# ---- es8psk_frame_tx ----
Fig. 1: es8psk_frame_tx, routing congestion
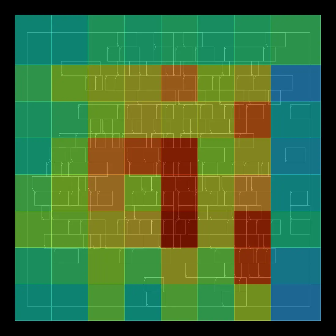

--- src/rtl/es8psk_frame_tx.sv ---
// es8psk transmit framer: raw preamble, differentially encoded message fetched
// over a valid/ready handshake, then a silent guard; one symbol per chip.
//
// state      | meaning
// S_IDLE     | waiting for start, outputs quiet
// S_PREAMBLE | sending fixed preamble symbols raw
// S_MESSAGE  | sending phase_acc, accumulated from fetched symbols
// S_GUARD    | silent guard interval, busy still high
module es8psk_frame_tx #(
    parameter int LENGTH_CHIP     = 10,
    parameter int LENGTH_PREAMBLE = 6,
    parameter int LENGTH_MESSAGE  = 117,
    parameter int LENGTH_GUARD    = 7,
    parameter logic [3*LENGTH_PREAMBLE-1:0] PREAMBLE = 18'o316025
) (
    input  logic       clk,
    input  logic       reset,
    input  logic       start,
    input  logic [2:0] data,
    input  logic       data_valid,
    output logic       data_ready,
    output logic [2:0] symb,
    output logic       symb_en,
    output logic       chip_strobe,
    output logic       busy,
    output logic       frame_start,
    output logic       frame_end,
    output logic       underrun
);

    localparam int CHIP_MAX_PM = (LENGTH_PREAMBLE > LENGTH_MESSAGE) ? LENGTH_PREAMBLE : LENGTH_MESSAGE;
    localparam int CHIP_MAX    = (CHIP_MAX_PM > LENGTH_GUARD) ? CHIP_MAX_PM : LENGTH_GUARD;
    localparam int SAMP_W      = $clog2(LENGTH_CHIP);
    localparam int CHIP_W      = $clog2(CHIP_MAX + 1);

    localparam logic [SAMP_W-1:0] SAMP_LAST  = SAMP_W'(LENGTH_CHIP - 1);
    localparam logic [CHIP_W-1:0] PRE_LAST   = CHIP_W'(LENGTH_PREAMBLE - 1);
    localparam logic [CHIP_W-1:0] MSG_LAST   = CHIP_W'(LENGTH_MESSAGE - 1);
    localparam logic [CHIP_W-1:0] GUARD_LAST = CHIP_W'(LENGTH_GUARD - 1);

    typedef enum logic [1:0] {S_IDLE, S_PREAMBLE, S_MESSAGE, S_GUARD} state_t;

    state_t            state, state_nxt;
    logic [SAMP_W-1:0] cnt_samp;
    logic [CHIP_W-1:0] cnt_chip;
    logic [2:0]        phase_acc;
    logic              samp_last;
    logic              chip_last;

    assign samp_last = (cnt_samp == SAMP_LAST);

    always_comb begin
        chip_last = 1'b0;
        case (state)
            S_PREAMBLE: chip_last = (cnt_chip == PRE_LAST);
            S_MESSAGE:  chip_last = (cnt_chip == MSG_LAST);
            S_GUARD:    chip_last = (cnt_chip == GUARD_LAST);
            default:    chip_last = 1'b0;
        endcase
    end

    // Fetch on the last clock of the chip before each message chip, so the
    // accumulator updates exactly on that message chip's boundary.
    always_comb begin
        data_ready = 1'b0;
        if (samp_last) begin
            if (state == S_PREAMBLE && cnt_chip == PRE_LAST)
                data_ready = 1'b1;
            else if (state == S_MESSAGE && cnt_chip != MSG_LAST)
                data_ready = 1'b1;
        end
    end

    always_ff @(posedge clk) begin
        if (reset) begin
            state     <= S_IDLE;
            cnt_samp  <= '0;
            cnt_chip  <= '0;
            phase_acc <= '0;
        end else begin
            state <= state_nxt;
            if (state == S_IDLE) begin
                cnt_samp  <= '0;
                cnt_chip  <= '0;
                phase_acc <= '0;
            end else begin
                cnt_samp <= samp_last ? '0 : cnt_samp + 1'b1;
                if (samp_last)
                    cnt_chip <= chip_last ? '0 : cnt_chip + 1'b1;
                if (data_ready)
                    phase_acc <= phase_acc + (data_valid ? data : 3'd0);
            end
        end
    end

    always_comb begin
        state_nxt = state;
        case (state)
            S_IDLE:     if (start)                  state_nxt = S_PREAMBLE;
            S_PREAMBLE: if (samp_last && chip_last) state_nxt = S_MESSAGE;
            S_MESSAGE:  if (samp_last && chip_last) state_nxt = S_GUARD;
            S_GUARD:    if (samp_last && chip_last) state_nxt = S_IDLE;
            default:                                state_nxt = S_IDLE;
        endcase
    end

    always_comb begin
        symb        = 3'd0;
        symb_en     = 1'b0;
        busy        = (state != S_IDLE);
        chip_strobe = 1'b0;
        frame_start = 1'b0;
        frame_end   = 1'b0;
        underrun    = data_ready && !data_valid;
        case (state)
            S_PREAMBLE: begin
                symb        = PREAMBLE[3*int'(cnt_chip) +: 3];
                symb_en     = 1'b1;
                chip_strobe = (cnt_samp == '0);
                frame_start = (cnt_samp == '0) && (cnt_chip == '0);
            end
            S_MESSAGE: begin
                symb        = phase_acc;
                symb_en     = 1'b1;
                chip_strobe = (cnt_samp == '0);
            end
            S_GUARD: frame_end = samp_last && chip_last;
            default: ;
        endcase
    end

endmodule

--- config.mk ---
export PLATFORM = sky130hd
export DESIGN_NAME = es8psk_frame_tx
export DESIGN_NICKNAME = d
export VERILOG_FILES = /design/src/rtl/es8psk_frame_tx.sv
export SDC_FILE = /design/constraint.sdc
export NUM_CORES = 1
export LEC_CHECK = 0
export CORE_MARGIN = 2
export CORE_UTILIZATION = 38
export DETAILED_ROUTE_END_ITERATION = 6
export HOLD_SLACK_MARGIN = 0.08
export SYNTH_ARGS = -nofsm -noshare
export SYNTH_HDL_FRONTEND = slang
export SYNTH_SLANG_ARGS = --single-unit
--- constraint.sdc ---
create_clock -name clk -period 3 [get_ports clk]
set_input_delay 0.45 -clock clk [delete_from_list [all_inputs] [get_ports clk]]
set_output_delay 0.45 -clock clk [all_outputs]
set_load 0.01 [all_outputs]
# ---- hazard_scoreboard ----
**config.mk**
```make
export PLATFORM = sky130hd
export DESIGN_NAME = hazard_scoreboard
export DESIGN_NICKNAME = d
export VERILOG_FILES = /design/src/rtl/hazard_pkg.sv /design/src/rtl/sb_entry.sv /design/src/rtl/hazard_scoreboard.sv
export SDC_FILE = /design/constraint.sdc
export NUM_CORES = 1
export LEC_CHECK = 0
export CAP_MARGIN = 20
export CELL_PAD_IN_SITES_DETAIL_PLACEMENT = 1
export CELL_PAD_IN_SITES_GLOBAL_PLACEMENT = 1
export CORE_MARGIN = 2
export CORE_UTILIZATION = 49
export CTS_CLUSTER_DIAMETER = 150
export CTS_CLUSTER_SIZE = 24
export DETAILED_ROUTE_END_ITERATION = 8
export PLACE_DENSITY_LB_ADDON = 0.08
export SLEW_MARGIN = 10
export SYNTH_ARGS = -nofsm -noshare
export SYNTH_HDL_FRONTEND = slang
export SYNTH_SLANG_ARGS = --single-unit
```
**constraint.sdc**
```tcl
create_clock -name clk -period 8.8 [get_ports clk]
set_clock_uncertainty 0.05 [all_clocks]
set_input_delay 1.32 -clock clk [delete_from_list [all_inputs] [get_ports clk]]
set_output_delay 1.32 -clock clk [all_outputs]
set_load 0.005 [all_outputs]
```
**src/rtl/hazard_pkg.sv**
```systemverilog
`default_nettype none
// ============================================================================
// Module   : hazard_pkg
// Brief    : Tnew/Tuse class constants and default MD latencies shared by
//            the hazard scoreboard and its users.
// Revision : 1.0 - initial release
// ============================================================================
package hazard_pkg;

    // Tuse: cycles after ID until the operand is consumed
    localparam logic [1:0] TUSE_BRANCH = 2'd0;
    localparam logic [1:0] TUSE_ALU    = 2'd1;
    localparam logic [1:0] TUSE_STORE  = 2'd2;

    // Tnew: cycles after EX entry until the result can be forwarded
    localparam logic [1:0] TNEW_ALU    = 2'd1;
    localparam logic [1:0] TNEW_LOAD   = 2'd2;

    localparam int DEF_MUL_LAT = 5;
    localparam int DEF_DIV_LAT = 10;

endpackage : hazard_pkg
`default_nettype wire

```
**src/rtl/sb_entry.sv**
```systemverilog
`default_nettype none
// ============================================================================
// Module   : sb_entry
// Brief    : One register's pending-result counter: load on issue, otherwise
//            count down to zero while the pipeline is not frozen.
// Revision : 1.0 - initial release
// ============================================================================
module sb_entry #(
    parameter int TW = 2
) (
    input  logic          clk,
    input  logic          rst,
    input  logic          i_load,
    input  logic [TW-1:0] i_tnew,
    input  logic          i_freeze,
    output logic [TW-1:0] o_cnt
);

    logic [TW-1:0] r_cnt;

    // Load wins over decrement so the youngest writer's Tnew is kept
    always_ff @(posedge clk) begin
        if (rst) begin
            r_cnt <= '0;
        end else if (i_load) begin
            r_cnt <= i_tnew;
        end else if (!i_freeze && (r_cnt != '0)) begin
            r_cnt <= r_cnt - TW'(1);
        end
    end

    assign o_cnt = r_cnt;

endmodule : sb_entry
`default_nettype wire

```
**src/rtl/hazard_scoreboard.sv**
```systemverilog
`default_nettype none
// ============================================================================
// Module   : hazard_scoreboard
// Brief    : Tnew/Tuse RAW hazard tracking per register plus a multiply/divide
//            busy counter; produces the ID-stage stall and its causes.
// Revision : 1.0 - initial release
// ============================================================================
module hazard_scoreboard
    import hazard_pkg::*;
#(
    parameter int NREG    = 32,
    parameter int AW      = 5,
    parameter int TW      = 2,
    parameter int MUL_LAT = DEF_MUL_LAT,
    parameter int DIV_LAT = DEF_DIV_LAT,
    parameter int MW      = 4
) (
    input  logic          clk,
    input  logic          reset,
    input  logic          id_valid,
    input  logic [AW-1:0] id_rs,
    input  logic [AW-1:0] id_rt,
    input  logic          id_rs_use,
    input  logic          id_rt_use,
    input  logic [TW-1:0] id_tuse_rs,
    input  logic [TW-1:0] id_tuse_rt,
    input  logic [AW-1:0] id_rd,
    input  logic [TW-1:0] id_tnew,
    input  logic          id_md_start,
    input  logic          id_md_div,
    input  logic          id_hilo,
    input  logic          freeze,
    output logic          stall,
    output logic          stall_raw,
    output logic          stall_md,
    output logic          md_busy
);

    localparam int          c_nslot   = 2 ** AW;
    localparam logic [MW-1:0] c_mul_lat = MW'(MUL_LAT);
    localparam logic [MW-1:0] c_div_lat = MW'(DIV_LAT);

    logic [TW-1:0] w_cnt [c_nslot];
    logic          w_issue;
    logic          w_rs_haz;
    logic          w_rt_haz;
    logic [MW-1:0] r_mdcnt;

    assign w_issue = id_valid & ~stall & ~freeze;

    // Slots beyond NREG exist only so any AW-bit index reads a defined zero
    for (genvar r = 0; r < c_nslot; r++) begin : g_slot
        if ((r == 0) || (r >= NREG)) begin : g_zero
            assign w_cnt[r] = '0;
        end else begin : g_reg
            sb_entry #(
                .TW (TW)
            ) u_entry (
                .clk      (clk),
                .rst      (reset),
                .i_load   (w_issue && (id_rd == AW'(r))),
                .i_tnew   (id_tnew),
                .i_freeze (freeze),
                .o_cnt    (w_cnt[r])
            );
        end
    end

    assign w_rs_haz = id_rs_use && (id_rs != '0) && (w_cnt[id_rs] > id_tuse_rs);
    assign w_rt_haz = id_rt_use && (id_rt != '0) && (w_cnt[id_rt] > id_tuse_rt);

    assign stall_raw = id_valid & (w_rs_haz | w_rt_haz);
    assign md_busy   = (r_mdcnt != '0);
    assign stall_md  = id_valid & (id_hilo | id_md_start) & md_busy;
    assign stall     = stall_raw | stall_md;

    // A new MD op can only issue once the unit is idle, so load never races decrement
    always_ff @(posedge clk) begin
        if (reset) begin
            r_mdcnt <= '0;
        end else if (w_issue && id_md_start) begin
            r_mdcnt <= id_md_div ? c_div_lat : c_mul_lat;
        end else if (!freeze && md_busy) begin
            r_mdcnt <= r_mdcnt - MW'(1);
        end
    end

endmodule : hazard_scoreboard
`default_nettype wire

```
# ---- seq_accum_alu ----
## config.mk

```make
export PLATFORM = sky130hd
export DESIGN_NAME = seq_accum_alu
export DESIGN_NICKNAME = d
export VERILOG_FILES = /design/src/rtl/seq_accum_alu.sv
export SDC_FILE = /design/constraint.sdc
export NUM_CORES = 1
export LEC_CHECK = 0
export CAP_MARGIN = 10
export CORE_MARGIN = 2
export CORE_UTILIZATION = 61
export CTS_CLUSTER_SIZE = 8
export DETAILED_ROUTE_END_ITERATION = 12
export PLACE_DENSITY = 0.86
export SYNTH_ARGS = -nofsm -noshare
export SYNTH_HDL_FRONTEND = slang
export SYNTH_SLANG_ARGS = --single-unit
```

## constraint.sdc

```tcl
create_clock -name CLK -period 5.9 [get_ports CLK]
set_input_delay 1.18 -clock CLK [delete_from_list [all_inputs] [get_ports CLK]]
set_output_delay 1.18 -clock CLK [all_outputs]
set_load 0.005 [all_outputs]
```

## src/rtl/seq_accum_alu.sv

```systemverilog
// Handshaked accumulator ALU: single-cycle ADD/SUB/AND/OR/SLT/LOAD plus a
// WIDTH-step shift-add multiply, with a bank of NACC write-back accumulators.
module seq_accum_alu #(
    parameter int WIDTH = 16,
    parameter int NACC  = 4,
    parameter int AW    = $clog2(NACC)
) (
    input  logic             CLK,
    input  logic             RST,
    input  logic             in_valid,
    output logic             in_ready,
    input  logic [2:0]       op,
    input  logic             use_acc,
    input  logic             wb,
    input  logic [AW-1:0]    acc_sel,
    input  logic [WIDTH-1:0] X,
    input  logic [WIDTH-1:0] Y,
    output logic             out_valid,
    output logic [WIDTH-1:0] Results,
    output logic             CF,
    output logic             ZF
);

    typedef enum logic {IDLE, MUL} state_t;

    localparam logic [2:0] OP_ADD  = 3'b001;
    localparam logic [2:0] OP_AND  = 3'b010;
    localparam logic [2:0] OP_OR   = 3'b011;
    localparam logic [2:0] OP_SLT  = 3'b100;
    localparam logic [2:0] OP_SUB  = 3'b101;
    localparam logic [2:0] OP_MUL  = 3'b110;
    localparam logic [2:0] OP_LOAD = 3'b111;
    localparam int CW = $clog2(WIDTH + 1);

    state_t             state_q, state_d;
    logic [WIDTH-1:0]   acc_q [NACC];
    logic [WIDTH-1:0]   acc_d [NACC];
    logic [WIDTH-1:0]   results_q, results_d;
    logic               cf_q, cf_d, zf_q, zf_d, out_valid_q, out_valid_d;
    logic [2*WIDTH-1:0] mcand_q, mcand_d, prod_q, prod_d;
    logic [WIDTH-1:0]   mplier_q, mplier_d;
    logic [CW-1:0]      cnt_q, cnt_d;
    logic               mwb_q, mwb_d;
    logic [AW-1:0]      msel_q, msel_d;

    logic               accept;
    logic [WIDTH-1:0]   a_opnd;
    logic [WIDTH:0]     sum, diff;
    logic [2*WIDTH-1:0] prod_step;
    logic               res_en, res_cf, res_wb;
    logic [WIDTH-1:0]   res_val;
    logic [AW-1:0]      res_sel;

    assign in_ready  = (state_q == IDLE);
    assign accept    = in_valid & in_ready;
    // Combinational accumulator read gives back-to-back forwarding for free.
    assign a_opnd    = use_acc ? acc_q[acc_sel] : X;
    assign sum       = {1'b0, a_opnd} + {1'b0, Y};
    assign diff      = {1'b0, a_opnd} - {1'b0, Y};
    assign prod_step = prod_q + (mplier_q[0] ? mcand_q : '0);

    assign out_valid = out_valid_q;
    assign Results   = results_q;
    assign CF        = cf_q;
    assign ZF        = zf_q;

    always_comb begin
        state_d  = state_q;
        mcand_d  = mcand_q;
        mplier_d = mplier_q;
        prod_d   = prod_q;
        cnt_d    = cnt_q;
        mwb_d    = mwb_q;
        msel_d   = msel_q;
        res_en   = 1'b0;
        res_val  = results_q;
        res_cf   = cf_q;
        res_wb   = 1'b0;
        res_sel  = acc_sel;
        case (state_q)
            IDLE: begin
                if (accept) begin
                    res_wb = wb;
                    case (op)
                        OP_ADD:  begin res_en = 1'b1; res_val = sum[WIDTH-1:0];   res_cf = sum[WIDTH]; end
                        OP_SUB:  begin res_en = 1'b1; res_val = diff[WIDTH-1:0];  res_cf = diff[WIDTH]; end
                        OP_AND:  begin res_en = 1'b1; res_val = a_opnd & Y;       res_cf = 1'b0; end
                        OP_OR:   begin res_en = 1'b1; res_val = a_opnd | Y;       res_cf = 1'b0; end
                        OP_SLT:  begin
                            res_en  = 1'b1;
                            res_val = {{(WIDTH-1){1'b0}}, diff[WIDTH]};
                            res_cf  = diff[WIDTH];
                        end
                        OP_LOAD: begin res_en = 1'b1; res_val = Y;                res_cf = 1'b0; end
                        OP_MUL:  begin
                            mcand_d  = {{WIDTH{1'b0}}, a_opnd};
                            mplier_d = Y;
                            prod_d   = '0;
                            cnt_d    = '0;
                            mwb_d    = wb;
                            msel_d   = acc_sel;
                            state_d  = MUL;
                        end
                        default: ;
                    endcase
                end
            end
            MUL: begin
                prod_d   = prod_step;
                mcand_d  = mcand_q << 1;
                mplier_d = mplier_q >> 1;
                cnt_d    = cnt_q + CW'(1);
                // The last step's sum goes straight to the result registers.
                if (cnt_q == CW'(WIDTH - 1)) begin
                    res_en  = 1'b1;
                    res_val = prod_step[WIDTH-1:0];
                    res_cf  = |prod_step[2*WIDTH-1:WIDTH];
                    res_wb  = mwb_q;
                    res_sel = msel_q;
                    state_d = IDLE;
                end
            end
        endcase
        results_d   = res_val;
        cf_d        = res_cf;
        zf_d        = res_en ? (res_val == '0) : zf_q;
        out_valid_d = res_en;
    end

    genvar gi;
    generate
        for (gi = 0; gi < NACC; gi++) begin : g_acc
            assign acc_d[gi] = (res_en && res_wb && (res_sel == AW'(gi))) ? res_val : acc_q[gi];
            always_ff @(posedge CLK) begin
                if (RST) acc_q[gi] <= '0;
                else     acc_q[gi] <= acc_d[gi];
            end
        end
    endgenerate

    always_ff @(posedge CLK) begin
        if (RST) begin
            state_q     <= IDLE;
            results_q   <= '0;
            cf_q        <= 1'b0;
            zf_q        <= 1'b0;
            out_valid_q <= 1'b0;
            mcand_q     <= '0;
            mplier_q    <= '0;
            prod_q      <= '0;
            cnt_q       <= '0;
            mwb_q       <= 1'b0;
            msel_q      <= '0;
        end else begin
            state_q     <= state_d;
            results_q   <= results_d;
            cf_q        <= cf_d;
            zf_q        <= zf_d;
            out_valid_q <= out_valid_d;
            mcand_q     <= mcand_d;
            mplier_q    <= mplier_d;
            prod_q      <= prod_d;
            cnt_q       <= cnt_d;
            mwb_q       <= mwb_d;
            msel_q      <= msel_d;
        end
    end

endmodule

```

# ---- alarm_clock_ctrl ----
## src/rtl/alarm_clock_pkg.sv

```systemverilog
// Shared types and defaults for the alarm clock mode sequencer / alarm scheduler.
//   mode_t      : user-visible mode encoding driven on the `mode` port
//   alm_state_t : alarm scheduler state
//   *_DEF       : default parameter values for alarm_clock_ctrl
package alarm_clock_pkg;

  typedef enum logic [2:0] {
    RUN    = 3'd0,
    SET_TH = 3'd1,
    SET_TM = 3'd2,
    SET_AH = 3'd3,
    SET_AM = 3'd4
  } mode_t;

  typedef enum logic [1:0] {
    IDLE    = 2'd0,
    RINGING = 2'd1,
    SNOOZE  = 2'd2
  } alm_state_t;

  localparam int unsigned RING_SEC_DEF   = 60;
  localparam int unsigned SNOOZE_SEC_DEF = 300;
  localparam int unsigned CW_DEF         = 9;

  // Mode key walks RUN -> SET_TH -> SET_TM -> SET_AH -> SET_AM -> RUN.
  function automatic mode_t next_mode(input mode_t m);
    case (m)
      RUN:     return SET_TH;
      SET_TH:  return SET_TM;
      SET_TM:  return SET_AH;
      SET_AH:  return SET_AM;
      default: return RUN;
    endcase
  endfunction

endpackage

```

## src/rtl/key_edge.sv

```systemverilog
// Registered rising-edge detector for one debounced key level.
//   clk_i  : system clock
//   rst_i  : synchronous active-high reset
//   key_i  : debounced key level
//   edge_o : one-cycle pulse, two edges after the key level rises
// Both history registers reset to 1 so a key held through reset is not
// reported as a fresh press.
module key_edge (
  input  logic clk_i,
  input  logic rst_i,
  input  logic key_i,
  output logic edge_o
);

  logic key_q;
  logic prev_q;
  logic edge_q;

  always_ff @(posedge clk_i) begin
    if (rst_i) begin
      key_q  <= 1'b1;
      prev_q <= 1'b1;
      edge_q <= 1'b0;
    end else begin
      key_q  <= key_i;
      prev_q <= key_q;
      edge_q <= key_q & ~prev_q;
    end
  end

  assign edge_o = edge_q;

endmodule

```

## src/rtl/alarm_clock_ctrl.sv

```systemverilog
// Mode sequencer and alarm scheduler for the alarm clock.
//   CLK, reset                   : clock, synchronous active-high reset
//   tick_en                      : one-cycle pulse per second
//   key_mode, key_adv            : debounced key levels
//   alarm_arm                    : alarm enable switch
//   hrs/min/sec, hrs_alrm/min_alrm : current time and alarm setting
//   mode                         : current mode (mode_t encoding)
//   time_run                     : time counter run enable
//   inc_th/inc_tm/inc_ah/inc_am  : one-cycle increment pulses
//   sec_clr                      : one-cycle seconds clear pulse
//   ring, snoozing               : alarm status
module alarm_clock_ctrl
  import alarm_clock_pkg::*;
#(
  parameter int unsigned RING_SEC   = RING_SEC_DEF,
  parameter int unsigned SNOOZE_SEC = SNOOZE_SEC_DEF,
  parameter int unsigned CW         = CW_DEF
) (
  input  logic       CLK,
  input  logic       reset,
  input  logic       tick_en,
  input  logic       key_mode,
  input  logic       key_adv,
  input  logic       alarm_arm,
  input  logic [7:0] hrs,
  input  logic [7:0] min,
  input  logic [7:0] sec,
  input  logic [7:0] hrs_alrm,
  input  logic [7:0] min_alrm,
  output logic [2:0] mode,
  output logic       time_run,
  output logic       inc_th,
  output logic       inc_tm,
  output logic       inc_ah,
  output logic       inc_am,
  output logic       sec_clr,
  output logic       ring,
  output logic       snoozing
);

  logic mode_edge;
  logic adv_edge;

  key_edge u_mode_edge (
    .clk_i  (CLK),
    .rst_i  (reset),
    .key_i  (key_mode),
    .edge_o (mode_edge)
  );

  key_edge u_adv_edge (
    .clk_i  (CLK),
    .rst_i  (reset),
    .key_i  (key_adv),
    .edge_o (adv_edge)
  );

  mode_t      mode_q, mode_d;
  alm_state_t alm_q, alm_d;
  logic [CW-1:0] cnt_q, cnt_d;
  logic inc_th_q, inc_th_d;
  logic inc_tm_q, inc_tm_d;
  logic inc_ah_q, inc_ah_d;
  logic inc_am_q, inc_am_d;
  logic sec_clr_q, sec_clr_d;
  logic match_q, match_dly_q;
  logic match;
  logic match_evt;

  // The time compare is registered, and the event is taken from the
  // registered copy, so ring rises two edges after the compare goes true.
  assign match     = (hrs == hrs_alrm) && (min == min_alrm) && (sec == 8'd0);
  assign match_evt = match_q && !match_dly_q && (mode_q == RUN) && alarm_arm;

  always_ff @(posedge CLK) begin
    if (reset) begin
      mode_q      <= RUN;
      alm_q       <= IDLE;
      cnt_q       <= '0;
      inc_th_q    <= 1'b0;
      inc_tm_q    <= 1'b0;
      inc_ah_q    <= 1'b0;
      inc_am_q    <= 1'b0;
      sec_clr_q   <= 1'b0;
      match_q     <= 1'b0;
      match_dly_q <= 1'b0;
    end else begin
      mode_q      <= mode_d;
      alm_q       <= alm_d;
      cnt_q       <= cnt_d;
      inc_th_q    <= inc_th_d;
      inc_tm_q    <= inc_tm_d;
      inc_ah_q    <= inc_ah_d;
      inc_am_q    <= inc_am_d;
      sec_clr_q   <= sec_clr_d;
      match_q     <= match;
      match_dly_q <= match_q;
    end
  end

  // Mode FSM and increment pulses.
  always_comb begin
    mode_d    = mode_q;
    sec_clr_d = 1'b0;
    inc_th_d  = 1'b0;
    inc_tm_d  = 1'b0;
    inc_ah_d  = 1'b0;
    inc_am_d  = 1'b0;
    // A mode press while ringing only dismisses the alarm.
    if (mode_edge && (alm_q != RINGING)) begin
      mode_d    = next_mode(mode_q);
      sec_clr_d = (mode_q == SET_TM);
    end
    if (adv_edge) begin
      case (mode_q)
        SET_TH:  inc_th_d = 1'b1;
        SET_TM:  inc_tm_d = 1'b1;
        SET_AH:  inc_ah_d = 1'b1;
        SET_AM:  inc_am_d = 1'b1;
        default: ;
      endcase
    end
  end

  // Alarm FSM; one counter serves both ring and snooze intervals.
  always_comb begin
    alm_d = alm_q;
    cnt_d = cnt_q;
    if (!alarm_arm) begin
      alm_d = IDLE;
      cnt_d = '0;
    end else begin
      case (alm_q)
        IDLE: begin
          if (match_evt) begin
            alm_d = RINGING;
            cnt_d = CW'(RING_SEC);
          end
        end
        RINGING: begin
          if (adv_edge && (mode_q == RUN)) begin
            alm_d = SNOOZE;
            cnt_d = CW'(SNOOZE_SEC);
          end else if (mode_edge) begin
            alm_d = IDLE;
            cnt_d = '0;
          end else if (tick_en) begin
            if (cnt_q == CW'(1)) begin
              alm_d = IDLE;
              cnt_d = '0;
            end else begin
              cnt_d = cnt_q - CW'(1);
            end
          end
        end
        SNOOZE: begin
          if (mode_edge) begin
            alm_d = IDLE;
            cnt_d = '0;
          end else if (tick_en) begin
            if (cnt_q == CW'(1)) begin
              alm_d = RINGING;
              cnt_d = CW'(RING_SEC);
            end else begin
              cnt_d = cnt_q - CW'(1);
            end
          end
        end
        default: begin
          alm_d = IDLE;
          cnt_d = '0;
        end
      endcase
    end
  end

  assign mode     = mode_q;
  assign time_run = !((mode_q == SET_TH) || (mode_q == SET_TM));
  assign inc_th   = inc_th_q;
  assign inc_tm   = inc_tm_q;
  assign inc_ah   = inc_ah_q;
  assign inc_am   = inc_am_q;
  assign sec_clr  = sec_clr_q;
  assign ring     = (alm_q == RINGING);
  assign snoozing = (alm_q == SNOOZE);

endmodule

```

## config.mk

```make
export PLATFORM = sky130hd
export DESIGN_NAME = alarm_clock_ctrl
export DESIGN_NICKNAME = d
export VERILOG_FILES = /design/src/rtl/alarm_clock_pkg.sv /design/src/rtl/key_edge.sv /design/src/rtl/alarm_clock_ctrl.sv
export SDC_FILE = /design/constraint.sdc
export NUM_CORES = 1
export LEC_CHECK = 0
export CORE_MARGIN = 4
export CORE_UTILIZATION = 43
export CTS_BUF_LIST = sky130_fd_sc_hd__clkbuf_16
export DETAILED_ROUTE_END_ITERATION = 10
export GPL_TIMING_DRIVEN = 0
export PLACE_DENSITY = 0.81
export SLEW_MARGIN = 20
export SYNTH_ARGS = -nofsm -noshare
export SYNTH_HDL_FRONTEND = slang
export SYNTH_SLANG_ARGS = --single-unit
```

## constraint.sdc

```tcl
create_clock -name CLK -period 2.66 [get_ports CLK]
set_input_delay 0.532 -clock CLK [delete_from_list [all_inputs] [get_ports CLK]]
set_output_delay 0.532 -clock CLK [all_outputs]
set_load 0.1 [all_outputs]
```


==> gallery <==
Routing congestion.
picture 1
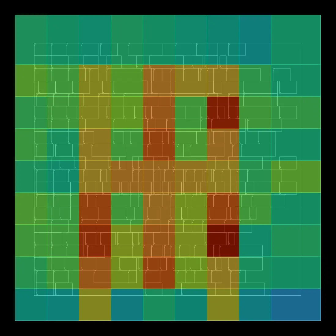
picture 2
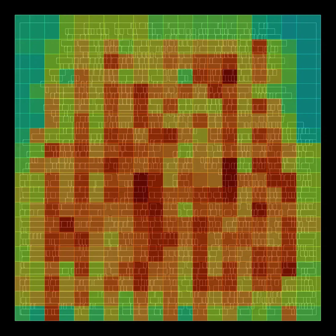
picture 3
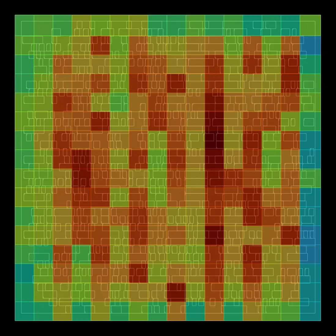
The one with the lowest utilization is picture 3.
- alarm_clock_ctrl = picture 1
- hazard_scoreboard = picture 3
- seq_accum_alu = picture 2

Fig. 2: es8psk_frame_tx, sequential cells grouped by signal name
Scale: 4 px per um. Other cells in grey.
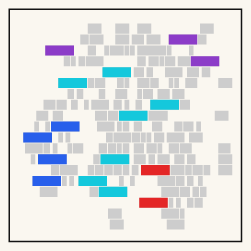
signal	colour	placed flops
`phase_acc`	purple	3
`state`	red	2
`cnt_samp`	blue	4
`cnt_chip`	cyan	7

Notes on Fig. 1 above:
Global Route met1 Usage: 0.228
Wirelength per Cell: 14.5 um
met3 Use GR: 0.0513

==> results.txt, es8psk_frame_tx <==
yosys + openroad results -> Dominant comb cell=simple AND/OR/NAND/NOR gates, GP Congestion=0.883, Commonest Layout Cell=dfxtp_1, Data buffer area share=0.155, die footprint=3330 um2, count of tool warnings=33, Filler cells=269, Area-dominant class=combinational gates, Max Root-Sink Buffers=2, Worst Path Arrival=2.41 ns, met3 routed WL=159 um, logic area=716 um2, max FFs per register=7, setup slack, reg-to-reg=0.87 ns, clock period minus worst slack=2.86 ns, slowest stage delay, CP=0.54 ns, status=completed, Worst Setup End Kind=primary output, syn nets=156, Flop pwr share=0.321, required time worst endpoint=2.55 ns, highest routed layer=met4, Sequential Power=247 uW, synth top area cells=dfxtp_1 (29%), ha_1 (13%), nand3_1 (5.0%), Chip Area, Yosys=1100 um2, clock latency (worst-skew pair)=0.30 ns, core area=2760 um2, Seq cells=16, Top reg by flops=cnt_chip, DRT iter0 DRCs=40, Synth Register Bits=16, PnR worst setup slack=0.138 ns, wl on met1=1.27 mm
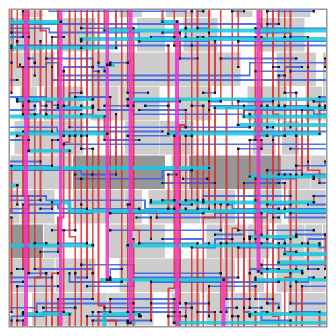
Fig. 3. Close-up of the layout (seq_accum_alu).
Region (59, 30) to (84, 55) um. Cells in grey, sequential cells in the stronger grey; small squares are vias.
layer	colour
M2	red
M3	cyan
M1	blue
M4	magenta
most frequent	nand2_1 (6), o21ai_0 (5), buf_4 (4)
cells with their middle in the window	59
sequential cells in the window	2
netlist names of flops here include	`Results` (2)

Fig. 4: seq_accum_alu, selected gate families
Scale: 2 px per um.
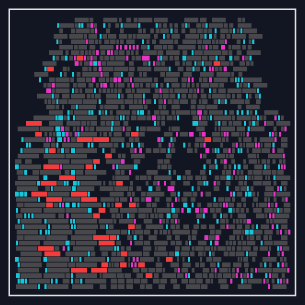
family	colour	cells	most used
nand cells	magenta	152	nand2_1
nor cells	cyan	251	nor2_1
mux cells	red	40	mux2i_1

==> results.txt, seq_accum_alu <==
yosys + openroad results -> status=completed, CP Launch Type=input port, clock latency (worst-skew pair)=0.46 ns, first-pass GRT wire length=55.1 mm, Hold WS=0.473 ns, H-tree depth=4, Final setup viols=0, CTS resizes=0, setup slack, reg-to-reg=1.26 ns, synth top area cells=dfxtp_1 (19%), edfxtp_1 (16%), ha_1 (10%), hold_buf cts=0, Adder Area Share=0.106, Most Used Layer, Global Route=met2, Flop pwr share=0.425, TritonCTS buffer count=17, Int Power=2.07 mW, CTS Sinks=172, Global Route met1 Usage=0.486, CP max-delay cell=mux4_2, number of enable flip-flop cells=64, highest routed layer=met4, crit path max fanout=13, Syn Area/Cell=8.38 um2, Reg2Reg Launch Point=acc_q[0][0]$_SDFFCE_PN0P_, GP Congestion=0.979, r2r worst-path depth=15, Tot GR Track Use=0.355, top flop regs=acc_q (64), mcand_q (32), prod_q (32), mi-comb count=1074, sequential cell area=4090 um2, most frequent CP cell=o311ai_1, area grow syn2layout=12.8%, Power Density=230 nW/um2, Bufs and invs on worst path=3, yosys warns=0, clk_skew=0.0122 ns, Pwr top=sequential cells, fin util=0.702, Final TNS setup=0 ns, die footprint=20300 um2, layout cell share with drive strength beyond 1=0.0743, CTS tree=done, slowest stage delay, CP=0.59 ns, wl on met1=14.8 mm, combinational power share=0.191
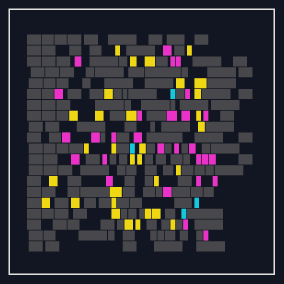
Fig. 5. Selected gate families (alarm_clock_ctrl).
Scale: 4 px per um.
family	colour	cells	most used
inv cells	cyan	4	inv_1
nor cells	yellow	31	nor2_1
nand cells	magenta	28	nand2_1

==> results.txt, alarm_clock_ctrl <==
yosys + openroad results -> status=completed, logic area=858 um2, final hold vios=0, CTS tree=done, setup slack, reg-to-reg=0.37 ns, first-pass GRT wire length=5.68 mm, wl on met1=1.43 mm, Top-area cell share=0.375, required time worst endpoint=2.13 ns, Clk. pwr=348 uW, maximum vdd drop=0.241 mV, Synth area leader=dfxtp_1, Power Density=412 nW/um2, crit path from=alm_q[1]$_SDFFE_PP0P_, metal2 WL=1.53 mm, count leader, synth=dfxtp_1, ClkCell Share=0.0386, synth top area cells=dfxtp_1 (38%), xnor2_1 (6.7%), xor2_1 (5.5%), xor/xnor share=0.122, area grow syn2layout=48.6%, Wirelength per Cell=12.5 um, CP Launch Type=flip-flop, vias after detailed routing=1467, number of enable flip-flop cells=0
Fig. 6: hazard_scoreboard, pin map
Scale: 4 px per um. Pins as bars across the die edge, other pins in grey.
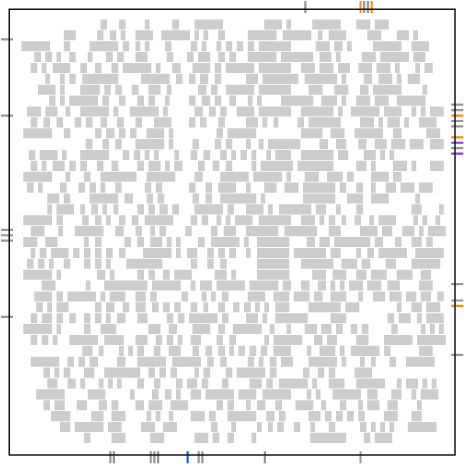
port	colour	pins	direction	edge
`md_busy`	blue	1	output	south
`id_tuse_rs`	purple	2	input	east
`id_rs`	orange	5	input	3 east, 2 north

==> results.txt, hazard_scoreboard <==
yosys + openroad results -> cell area after synthesis=5620 um2, vias in the first global route=5786, Worst Setup End Kind=primary output, most frequent cells in the layout=a21oi_1 (87), nor2_1 (74), inv_1 (71), syn nets=788, ClkCell Share=0.0479, Reg2Reg Launch Point=g_slot[31].g_reg.u_entry.o_cnt[1]$_SDFFE_PP0P_, Simple-Gate Area Share=0.232, status=completed, n_diodes=0, wl on met1=8.35 mm, Worst-path clk slew=0.06 ns, TritonCTS buffer count=9, cycle use final=0.759, Routed WL=19.5 mm, mux share=0.152, DRC=0, Non-clock buffers=42

# ---- pipe_ctrl ----
Fig. 7: pipe_ctrl, selected gate families
Scale: 4 px per um.
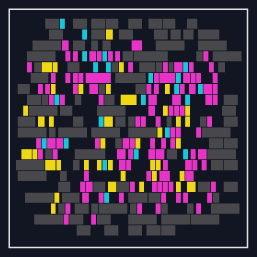

<file path="config.mk">
export PLATFORM = sky130hd
export DESIGN_NAME = pipe_ctrl
export DESIGN_NICKNAME = d
export VERILOG_FILES = /design/src/rtl/pipe_ctrl_pkg.sv /design/src/rtl/sat_counter.sv /design/src/rtl/pipe_ctrl.sv
export SDC_FILE = /design/constraint.sdc
export NUM_CORES = 1
export LEC_CHECK = 0
export ABC_AREA = 1
export CAP_MARGIN = 20
export CORE_UTILIZATION = 45
export DETAILED_ROUTE_END_ITERATION = 16
export GPL_TIMING_DRIVEN = 0
export PLACE_DENSITY = 0.73
export SLEW_MARGIN = 5
export SYNTH_ARGS = -nofsm -noshare
export SYNTH_HDL_FRONTEND = slang
export SYNTH_SLANG_ARGS = --single-unit
</file>
<file path="constraint.sdc">
create_clock -name clk_i -period 1.9 [get_ports clk_i]
set_input_delay 0.285 -clock clk_i [delete_from_list [all_inputs] [get_ports clk_i]]
set_output_delay 0.285 -clock clk_i [all_outputs]
set_load 0.01 [all_outputs]
</file>
<file path="src/rtl/pipe_ctrl_pkg.sv">
// ============================================================================
// Module   : pipe_ctrl_pkg
// Brief    : Shared pipeline-control types and default parameter values.
// Revision : 1.0 - initial release
// ============================================================================
`default_nettype none

package pipe_ctrl_pkg;

    typedef enum logic [1:0] {
        ST_RUN     = 2'd0,
        ST_LD_WAIT = 2'd1,
        ST_MC_WAIT = 2'd2,
        ST_HALT    = 2'd3
    } pipe_state_t;

    localparam int unsigned MC_TIMEOUT_DEF = 64;
    localparam int unsigned CNT_W_DEF      = 16;

endpackage : pipe_ctrl_pkg

`default_nettype wire

</file>
<file path="src/rtl/sat_counter.sv">
// ============================================================================
// Module   : sat_counter
// Brief    : Up-counter that holds at all-ones instead of wrapping.
// Revision : 1.0 - initial release
// ============================================================================
`default_nettype none

module sat_counter #(
    parameter int unsigned WIDTH = 16
) (
    input  logic             clk,
    input  logic             rst,
    input  logic             i_inc,
    output logic [WIDTH-1:0] o_count
);

    logic [WIDTH-1:0] r_count;

    always_ff @(posedge clk) begin
        if (rst) begin
            r_count <= '0;
        end else if (i_inc && (r_count != {WIDTH{1'b1}})) begin
            r_count <= r_count + 1'b1;
        end
    end

    assign o_count = r_count;

endmodule : sat_counter

`default_nettype wire

</file>
<file path="src/rtl/pipe_ctrl.sv">
// ============================================================================
// Module   : pipe_ctrl
// Brief    : Pipeline hazard/stall controller with multicycle watchdog.
// Revision : 1.0 - initial release
// ============================================================================
`default_nettype none

module pipe_ctrl
    import pipe_ctrl_pkg::*;
#(
    parameter int unsigned MC_TIMEOUT = MC_TIMEOUT_DEF,
    parameter int unsigned CNT_W      = CNT_W_DEF
) (
    input  logic             clk_i,
    input  logic             rst_i,
    input  logic             ld_stall_2clk_i,
    input  logic             ld_stall_1clk_i,
    input  logic             redirect_i,
    input  logic             mc_start_i,
    input  logic             mc_done_i,
    input  logic             halt_req_i,
    input  logic             resume_i,
    output logic             stall_f_o,
    output logic             stall_d_o,
    output logic             stall_e_o,
    output logic             flush_d_o,
    output logic             bubble_e_o,
    output logic [1:0]       state_o,
    output logic             mc_timeout_o,
    output logic [CNT_W-1:0] stall_cnt_o
);

    localparam int unsigned        WDG_W      = (MC_TIMEOUT > 1) ? $clog2(MC_TIMEOUT) : 1;
    localparam logic [WDG_W-1:0]   C_WDG_LAST = WDG_W'(MC_TIMEOUT - 1);

    pipe_state_t      r_state;
    pipe_state_t      w_next_state;
    logic [WDG_W-1:0] r_wdg;
    logic             r_mc_timeout;
    logic             w_wdg_expire;
    logic             w_stall_f;
    logic             w_stall_d;
    logic             w_stall_e;
    logic             w_flush_d;
    logic             w_bubble_e;

    always_ff @(posedge clk_i) begin
        if (rst_i) begin
            r_state <= ST_RUN;
        end else begin
            r_state <= w_next_state;
        end
    end

    always_comb begin
        w_next_state = r_state;
        w_stall_f    = 1'b0;
        w_stall_d    = 1'b0;
        w_stall_e    = 1'b0;
        w_flush_d    = 1'b0;
        w_bubble_e   = 1'b0;
        w_wdg_expire = 1'b0;
        case (r_state)
            ST_RUN: begin
                // A redirect squashes the wrong-path load, so its hazard is moot.
                if (redirect_i) begin
                    w_flush_d  = 1'b1;
                    w_bubble_e = 1'b1;
                end else if (ld_stall_2clk_i || ld_stall_1clk_i) begin
                    w_stall_f  = 1'b1;
                    w_stall_d  = 1'b1;
                    w_bubble_e = 1'b1;
                end
                if (mc_start_i) begin
                    w_next_state = ST_MC_WAIT;
                end else if (!redirect_i && ld_stall_2clk_i) begin
                    w_next_state = ST_LD_WAIT;
                end else if (!redirect_i && !ld_stall_1clk_i && halt_req_i) begin
                    w_next_state = ST_HALT;
                end
            end
            ST_LD_WAIT: begin
                w_stall_f    = 1'b1;
                w_stall_d    = 1'b1;
                w_bubble_e   = 1'b1;
                w_next_state = ST_RUN;
            end
            ST_MC_WAIT: begin
                if (mc_done_i) begin
                    w_next_state = ST_RUN;
                end else begin
                    w_stall_f = 1'b1;
                    w_stall_d = 1'b1;
                    w_stall_e = 1'b1;
                    if (r_wdg == C_WDG_LAST) begin
                        w_wdg_expire = 1'b1;
                        w_next_state = ST_RUN;
                    end
                end
            end
            ST_HALT: begin
                w_stall_f  = 1'b1;
                w_stall_d  = 1'b1;
                w_bubble_e = 1'b1;
                if (resume_i) begin
                    w_next_state = ST_RUN;
                end
            end
            default: begin
                w_next_state = ST_RUN;
            end
        endcase
        if (rst_i) begin
            w_stall_f    = 1'b0;
            w_stall_d    = 1'b0;
            w_stall_e    = 1'b0;
            w_flush_d    = 1'b0;
            w_bubble_e   = 1'b0;
            w_wdg_expire = 1'b0;
        end
    end

    // Held at zero outside MC_WAIT so every entry starts a fresh count.
    always_ff @(posedge clk_i) begin
        if (rst_i || (r_state != ST_MC_WAIT)) begin
            r_wdg <= '0;
        end else if (!mc_done_i) begin
            r_wdg <= r_wdg + 1'b1;
        end
    end

    always_ff @(posedge clk_i) begin
        if (rst_i) begin
            r_mc_timeout <= 1'b0;
        end else if (w_wdg_expire) begin
            r_mc_timeout <= 1'b1;
        end
    end

    sat_counter #(
        .WIDTH (CNT_W)
    ) u_stall_cnt (
        .clk     (clk_i),
        .rst     (rst_i),
        .i_inc   (w_stall_f),
        .o_count (stall_cnt_o)
    );

    assign stall_f_o    = w_stall_f;
    assign stall_d_o    = w_stall_d;
    assign stall_e_o    = w_stall_e;
    assign flush_d_o    = w_flush_d;
    assign bubble_e_o   = w_bubble_e;
    assign state_o      = r_state;
    assign mc_timeout_o = r_mc_timeout;

endmodule : pipe_ctrl

`default_nettype wire

</file>
# ---- fifo_prog_flags ----
File: src/rtl/fifo_prog_flags.sv
// Synchronous circular-queue FIFO with occupancy count, programmable almost flags and sticky errors.
// Registered 1-cycle read by default; define FIFO_FWFT_EN for first-word fall-through (zero read latency).
module fifo_prog_flags #(
  parameter int DATA_WIDTH = 8,
  parameter int ADDR_WIDTH = 3,
  parameter int AF_LEVEL   = 6,
  parameter int AE_LEVEL   = 2
) (
  input  logic                  clk,
  input  logic                  reset,
  input  logic                  wr,
  input  logic [DATA_WIDTH-1:0] w_data,
  input  logic                  rd,
  output logic [DATA_WIDTH-1:0] r_data,
  output logic                  r_valid,
  output logic                  full,
  output logic                  empty,
  output logic                  almost_full,
  output logic                  almost_empty,
  output logic [ADDR_WIDTH:0]   count,
  output logic                  overflow,
  output logic                  underflow,
  input  logic                  clr_err
);

  localparam int                DEPTH    = 1 << ADDR_WIDTH;
  localparam logic [ADDR_WIDTH:0] CNT_FULL = DEPTH[ADDR_WIDTH:0];
  localparam logic [ADDR_WIDTH:0] CNT_AF   = AF_LEVEL[ADDR_WIDTH:0];
  localparam logic [ADDR_WIDTH:0] CNT_AE   = AE_LEVEL[ADDR_WIDTH:0];

  logic [DATA_WIDTH-1:0] r_mem [DEPTH];
  logic [ADDR_WIDTH-1:0] r_wptr;
  logic [ADDR_WIDTH-1:0] r_rptr;
  logic [ADDR_WIDTH:0]   r_count;
  logic                  r_full;
  logic                  r_empty;
  logic                  r_af;
  logic                  r_ae;
  logic                  r_ovf;
  logic                  r_udf;

  logic                  w_rd_ok;
  logic                  w_wr_ok;
  logic [ADDR_WIDTH:0]   w_count_nxt;

  // A read from a full FIFO frees the slot the simultaneous write lands in.
  assign w_rd_ok = rd && !r_empty;
  assign w_wr_ok = wr && (!r_full || w_rd_ok);

  always_comb begin
    w_count_nxt = r_count;
    case ({w_wr_ok, w_rd_ok})
      2'b10:   w_count_nxt = r_count + 1'b1;
      2'b01:   w_count_nxt = r_count - 1'b1;
      default: w_count_nxt = r_count;
    endcase
  end

  always_ff @(posedge clk) begin
    if (w_wr_ok && !reset) begin
      r_mem[r_wptr] <= w_data;
    end
  end

  always_ff @(posedge clk) begin
    if (reset) begin
      r_wptr  <= '0;
      r_rptr  <= '0;
      r_count <= '0;
      r_full  <= 1'b0;
      r_empty <= 1'b1;
      r_af    <= 1'b0;
      r_ae    <= 1'b1;
    end else begin
      if (w_wr_ok) r_wptr <= r_wptr + 1'b1;
      if (w_rd_ok) r_rptr <= r_rptr + 1'b1;
      r_count <= w_count_nxt;
      r_full  <= (w_count_nxt == CNT_FULL);
      r_empty <= (w_count_nxt == '0);
      r_af    <= (w_count_nxt >= CNT_AF);
      r_ae    <= (w_count_nxt <= CNT_AE);
    end
  end

  // Setting an error takes priority over clearing it in the same cycle.
  always_ff @(posedge clk) begin
    if (reset) begin
      r_ovf <= 1'b0;
      r_udf <= 1'b0;
    end else begin
      if (wr && !w_wr_ok)  r_ovf <= 1'b1;
      else if (clr_err)    r_ovf <= 1'b0;
      if (rd && !w_rd_ok)  r_udf <= 1'b1;
      else if (clr_err)    r_udf <= 1'b0;
    end
  end

`ifdef FIFO_FWFT_EN
  assign r_data  = r_mem[r_rptr];
  assign r_valid = !r_empty;
`else
  logic [DATA_WIDTH-1:0] r_rdata;
  logic                  r_rvalid;

  always_ff @(posedge clk) begin
    if (reset) begin
      r_rdata  <= '0;
      r_rvalid <= 1'b0;
    end else begin
      r_rvalid <= w_rd_ok;
      if (w_rd_ok) r_rdata <= r_mem[r_rptr];
    end
  end

  assign r_data  = r_rdata;
  assign r_valid = r_rvalid;
`endif

  assign full         = r_full;
  assign empty        = r_empty;
  assign almost_full  = r_af;
  assign almost_empty = r_ae;
  assign count        = r_count;
  assign overflow     = r_ovf;
  assign underflow    = r_udf;

endmodule

File: config.mk
export PLATFORM = sky130hd
export DESIGN_NAME = fifo_prog_flags
export DESIGN_NICKNAME = d
export VERILOG_FILES = /design/src/rtl/fifo_prog_flags.sv
export SDC_FILE = /design/constraint.sdc
export NUM_CORES = 1
export LEC_CHECK = 0
export ABC_AREA = 0
export ABC_CLOCK_PERIOD_IN_PS = 5900
export CAP_MARGIN = 20
export CORE_MARGIN = 5
export CORE_UTILIZATION = 25
export DETAILED_ROUTE_END_ITERATION = 7
export SYNTH_ARGS = -nofsm -noshare
export SYNTH_HDL_FRONTEND = slang
export SYNTH_SLANG_ARGS = --single-unit
File: constraint.sdc
create_clock -name clk -period 5.9 [get_ports clk]
set_input_delay 1.475 -clock clk [delete_from_list [all_inputs] [get_ports clk]]
set_output_delay 1.475 -clock clk [all_outputs]
set_load 0.005 [all_outputs]
Fig. 8: fifo_prog_flags, close-up of the layout
Region (52, 26) to (77, 51) um. Cells in grey, sequential cells in the stronger grey; small squares are vias.
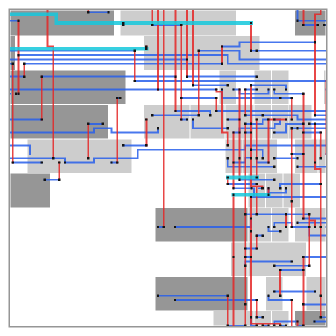
layer	colour
M1	blue
M3	cyan
M2	red
cells with their middle in the window	29
netlist names of flops here include	`r_mem` (3), `r_wptr` (2)
most frequent	nand2_1 (6), nor2_1 (5), edfxtp_1 (3)
sequential cells in the window	5

==> results.txt, fifo_prog_flags <==
yosys + openroad results -> status=completed, Overflow after GRT=0, Flop pwr share=0.468, highest routed layer=met5, Chip Area, Yosys=3570 um2, layout cell share with drive strength beyond 1=0.143, fin nets=271, HP Class=flip-flop to flip-flop, critical path class=input port to flip-flop, Sw Ratio=0.269, Post-synth ARST share=0, cycle use final=0.665, drt first pass iters=4, Antenna Violating Nets Remaining=0, required time worst endpoint=6.16 ns, Worst-path clk slew=0.07 ns, Synth Register Bits=89, clock latency (worst-skew pair)=0.34 ns, clock period minus worst slack=3.92 ns, CP Launch Type=input port, Worst Setup End Kind=flip-flop, Global Route met1 Usage=0.0952, IO Count=32, number of enable flip-flop cells=64, Filler cells=1344, r2r worst-path depth=10, switching pwr=439 uW, Routed WL=6.27 mm, row count=43, Int Power=1.19 mW, Hold WS=0.502 ns, Dominant comb cell=multiplexers, logic area=1030 um2, Pwr top=sequential cells, met3 Use GR=0.0280, GP Congestion=0.777, vias after detailed routing=1868, Pwr Total=1.63 mW, chip height=129 um, cell area after synthesis=3570 um2
Fig. 9: pipe_ctrl, close-up of the layout
Region (17, 5) to (42, 30) um. Cells in grey, sequential cells in the stronger grey; small squares are vias.
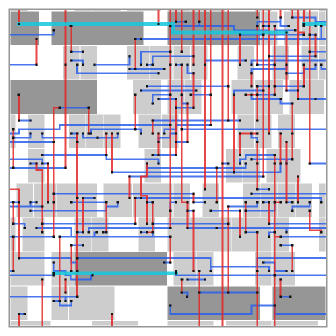
layer	colour
M2	red
M1	blue
M3	cyan
cells with their middle in the window	64
sequential cells in the window	6
netlist names of flops here include	`u_stall_cnt.o_count` (6)
most frequent	nand2_1 (23), nor2_1 (11)

About Fig. 7:
family	colour	cells	most used
nor cells	yellow	39	nor2_1
inv cells	cyan	22	inv_1
nand cells	magenta	102	nand2_1

==> results.txt, pipe_ctrl <==
yosys + openroad results -> Max Root-Sink Buffers=2, mi-comb count=176, PortBufs=31, Flop pwr share=0.542, cell area after layout=1900 um2, Synth Instances=228, switching pwr=302 uW, required time worst endpoint=2.11 ns, Non-clock buffers=38, metal2 WL=1.57 mm, Chip Area, Yosys=1470 um2, fin util=0.616, maximum vdd drop=0.399 mV, count of tool warnings=27, Sw Ratio=0.293, vias after detailed routing=1517, most frequent CP cell=nand2_1, worst hold stages=2, status=completed, number of enable flip-flop cells=0, synth cell count leaders=nand2_1 (76), nor2_1 (31), dfxtp_1 (25), Yosys cell types=31, Area-dominant class=combinational gates, Worst-Margin Slew=0.507 ns, CTS Sinks=25, Comb. pwr=235 uW, met3 routed WL=106 um, crit path from=u_stall_cnt.o_count[1]$_SDFFE_PP0P_, met3 Use GR=0.0393, crit-path leading delay family=simple AND/OR/NAND/NOR gates, post-synthesis compound-gate area fraction=0.107, CTS resizes=13, Signal inverters=22, placed insts=303, ys cells=228, final hold vios=0

## Gallery

Pin map.
image #1
Scale: 8 px per um. Pins as bars across the die edge, other pins in grey.
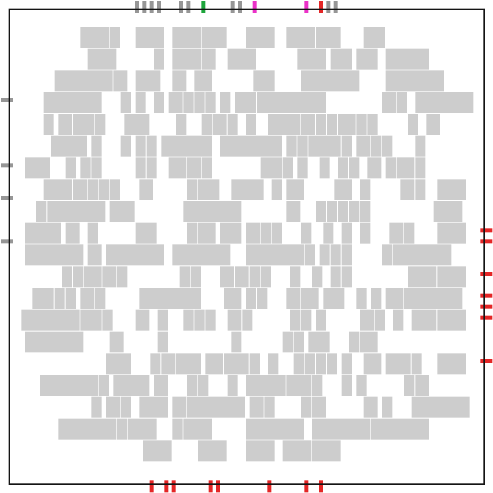
image #2
Scale: 4 px per um. Pins as bars across the die edge, other pins in grey.
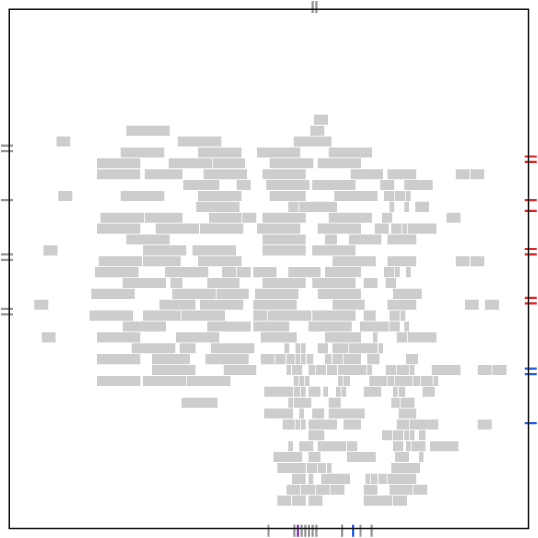
image #1: pipe_ctrl
image #2: fifo_prog_flags
- largest die: image #2

Key to image #1:
port	colour	pins	direction	edge
`stall_cnt_o`	red	16	output	8 south, 7 east, 1 north
`flush_d_o`	green	1	output	north
`state_o`	magenta	2	output	north



==> layout pictures side by side <==
Selected gate families.
Plate I
Scale: 2 px per um.
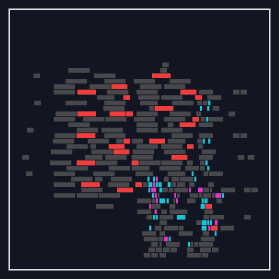
Plate II
Scale: 4 px per um.
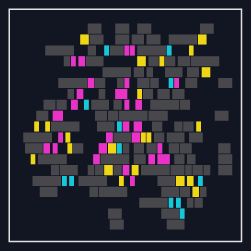
Plate III
Scale: 2 px per um.
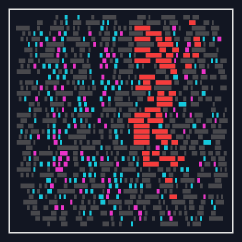
- fewest cells: Plate II
- smallest die: Plate II
For es8psk_frame_tx, see Plate II.
For hazard_scoreboard, see Plate III.
For fifo_prog_flags, see Plate I.

Power figures rest on the tool's default switching activity, not on a simulated workload.
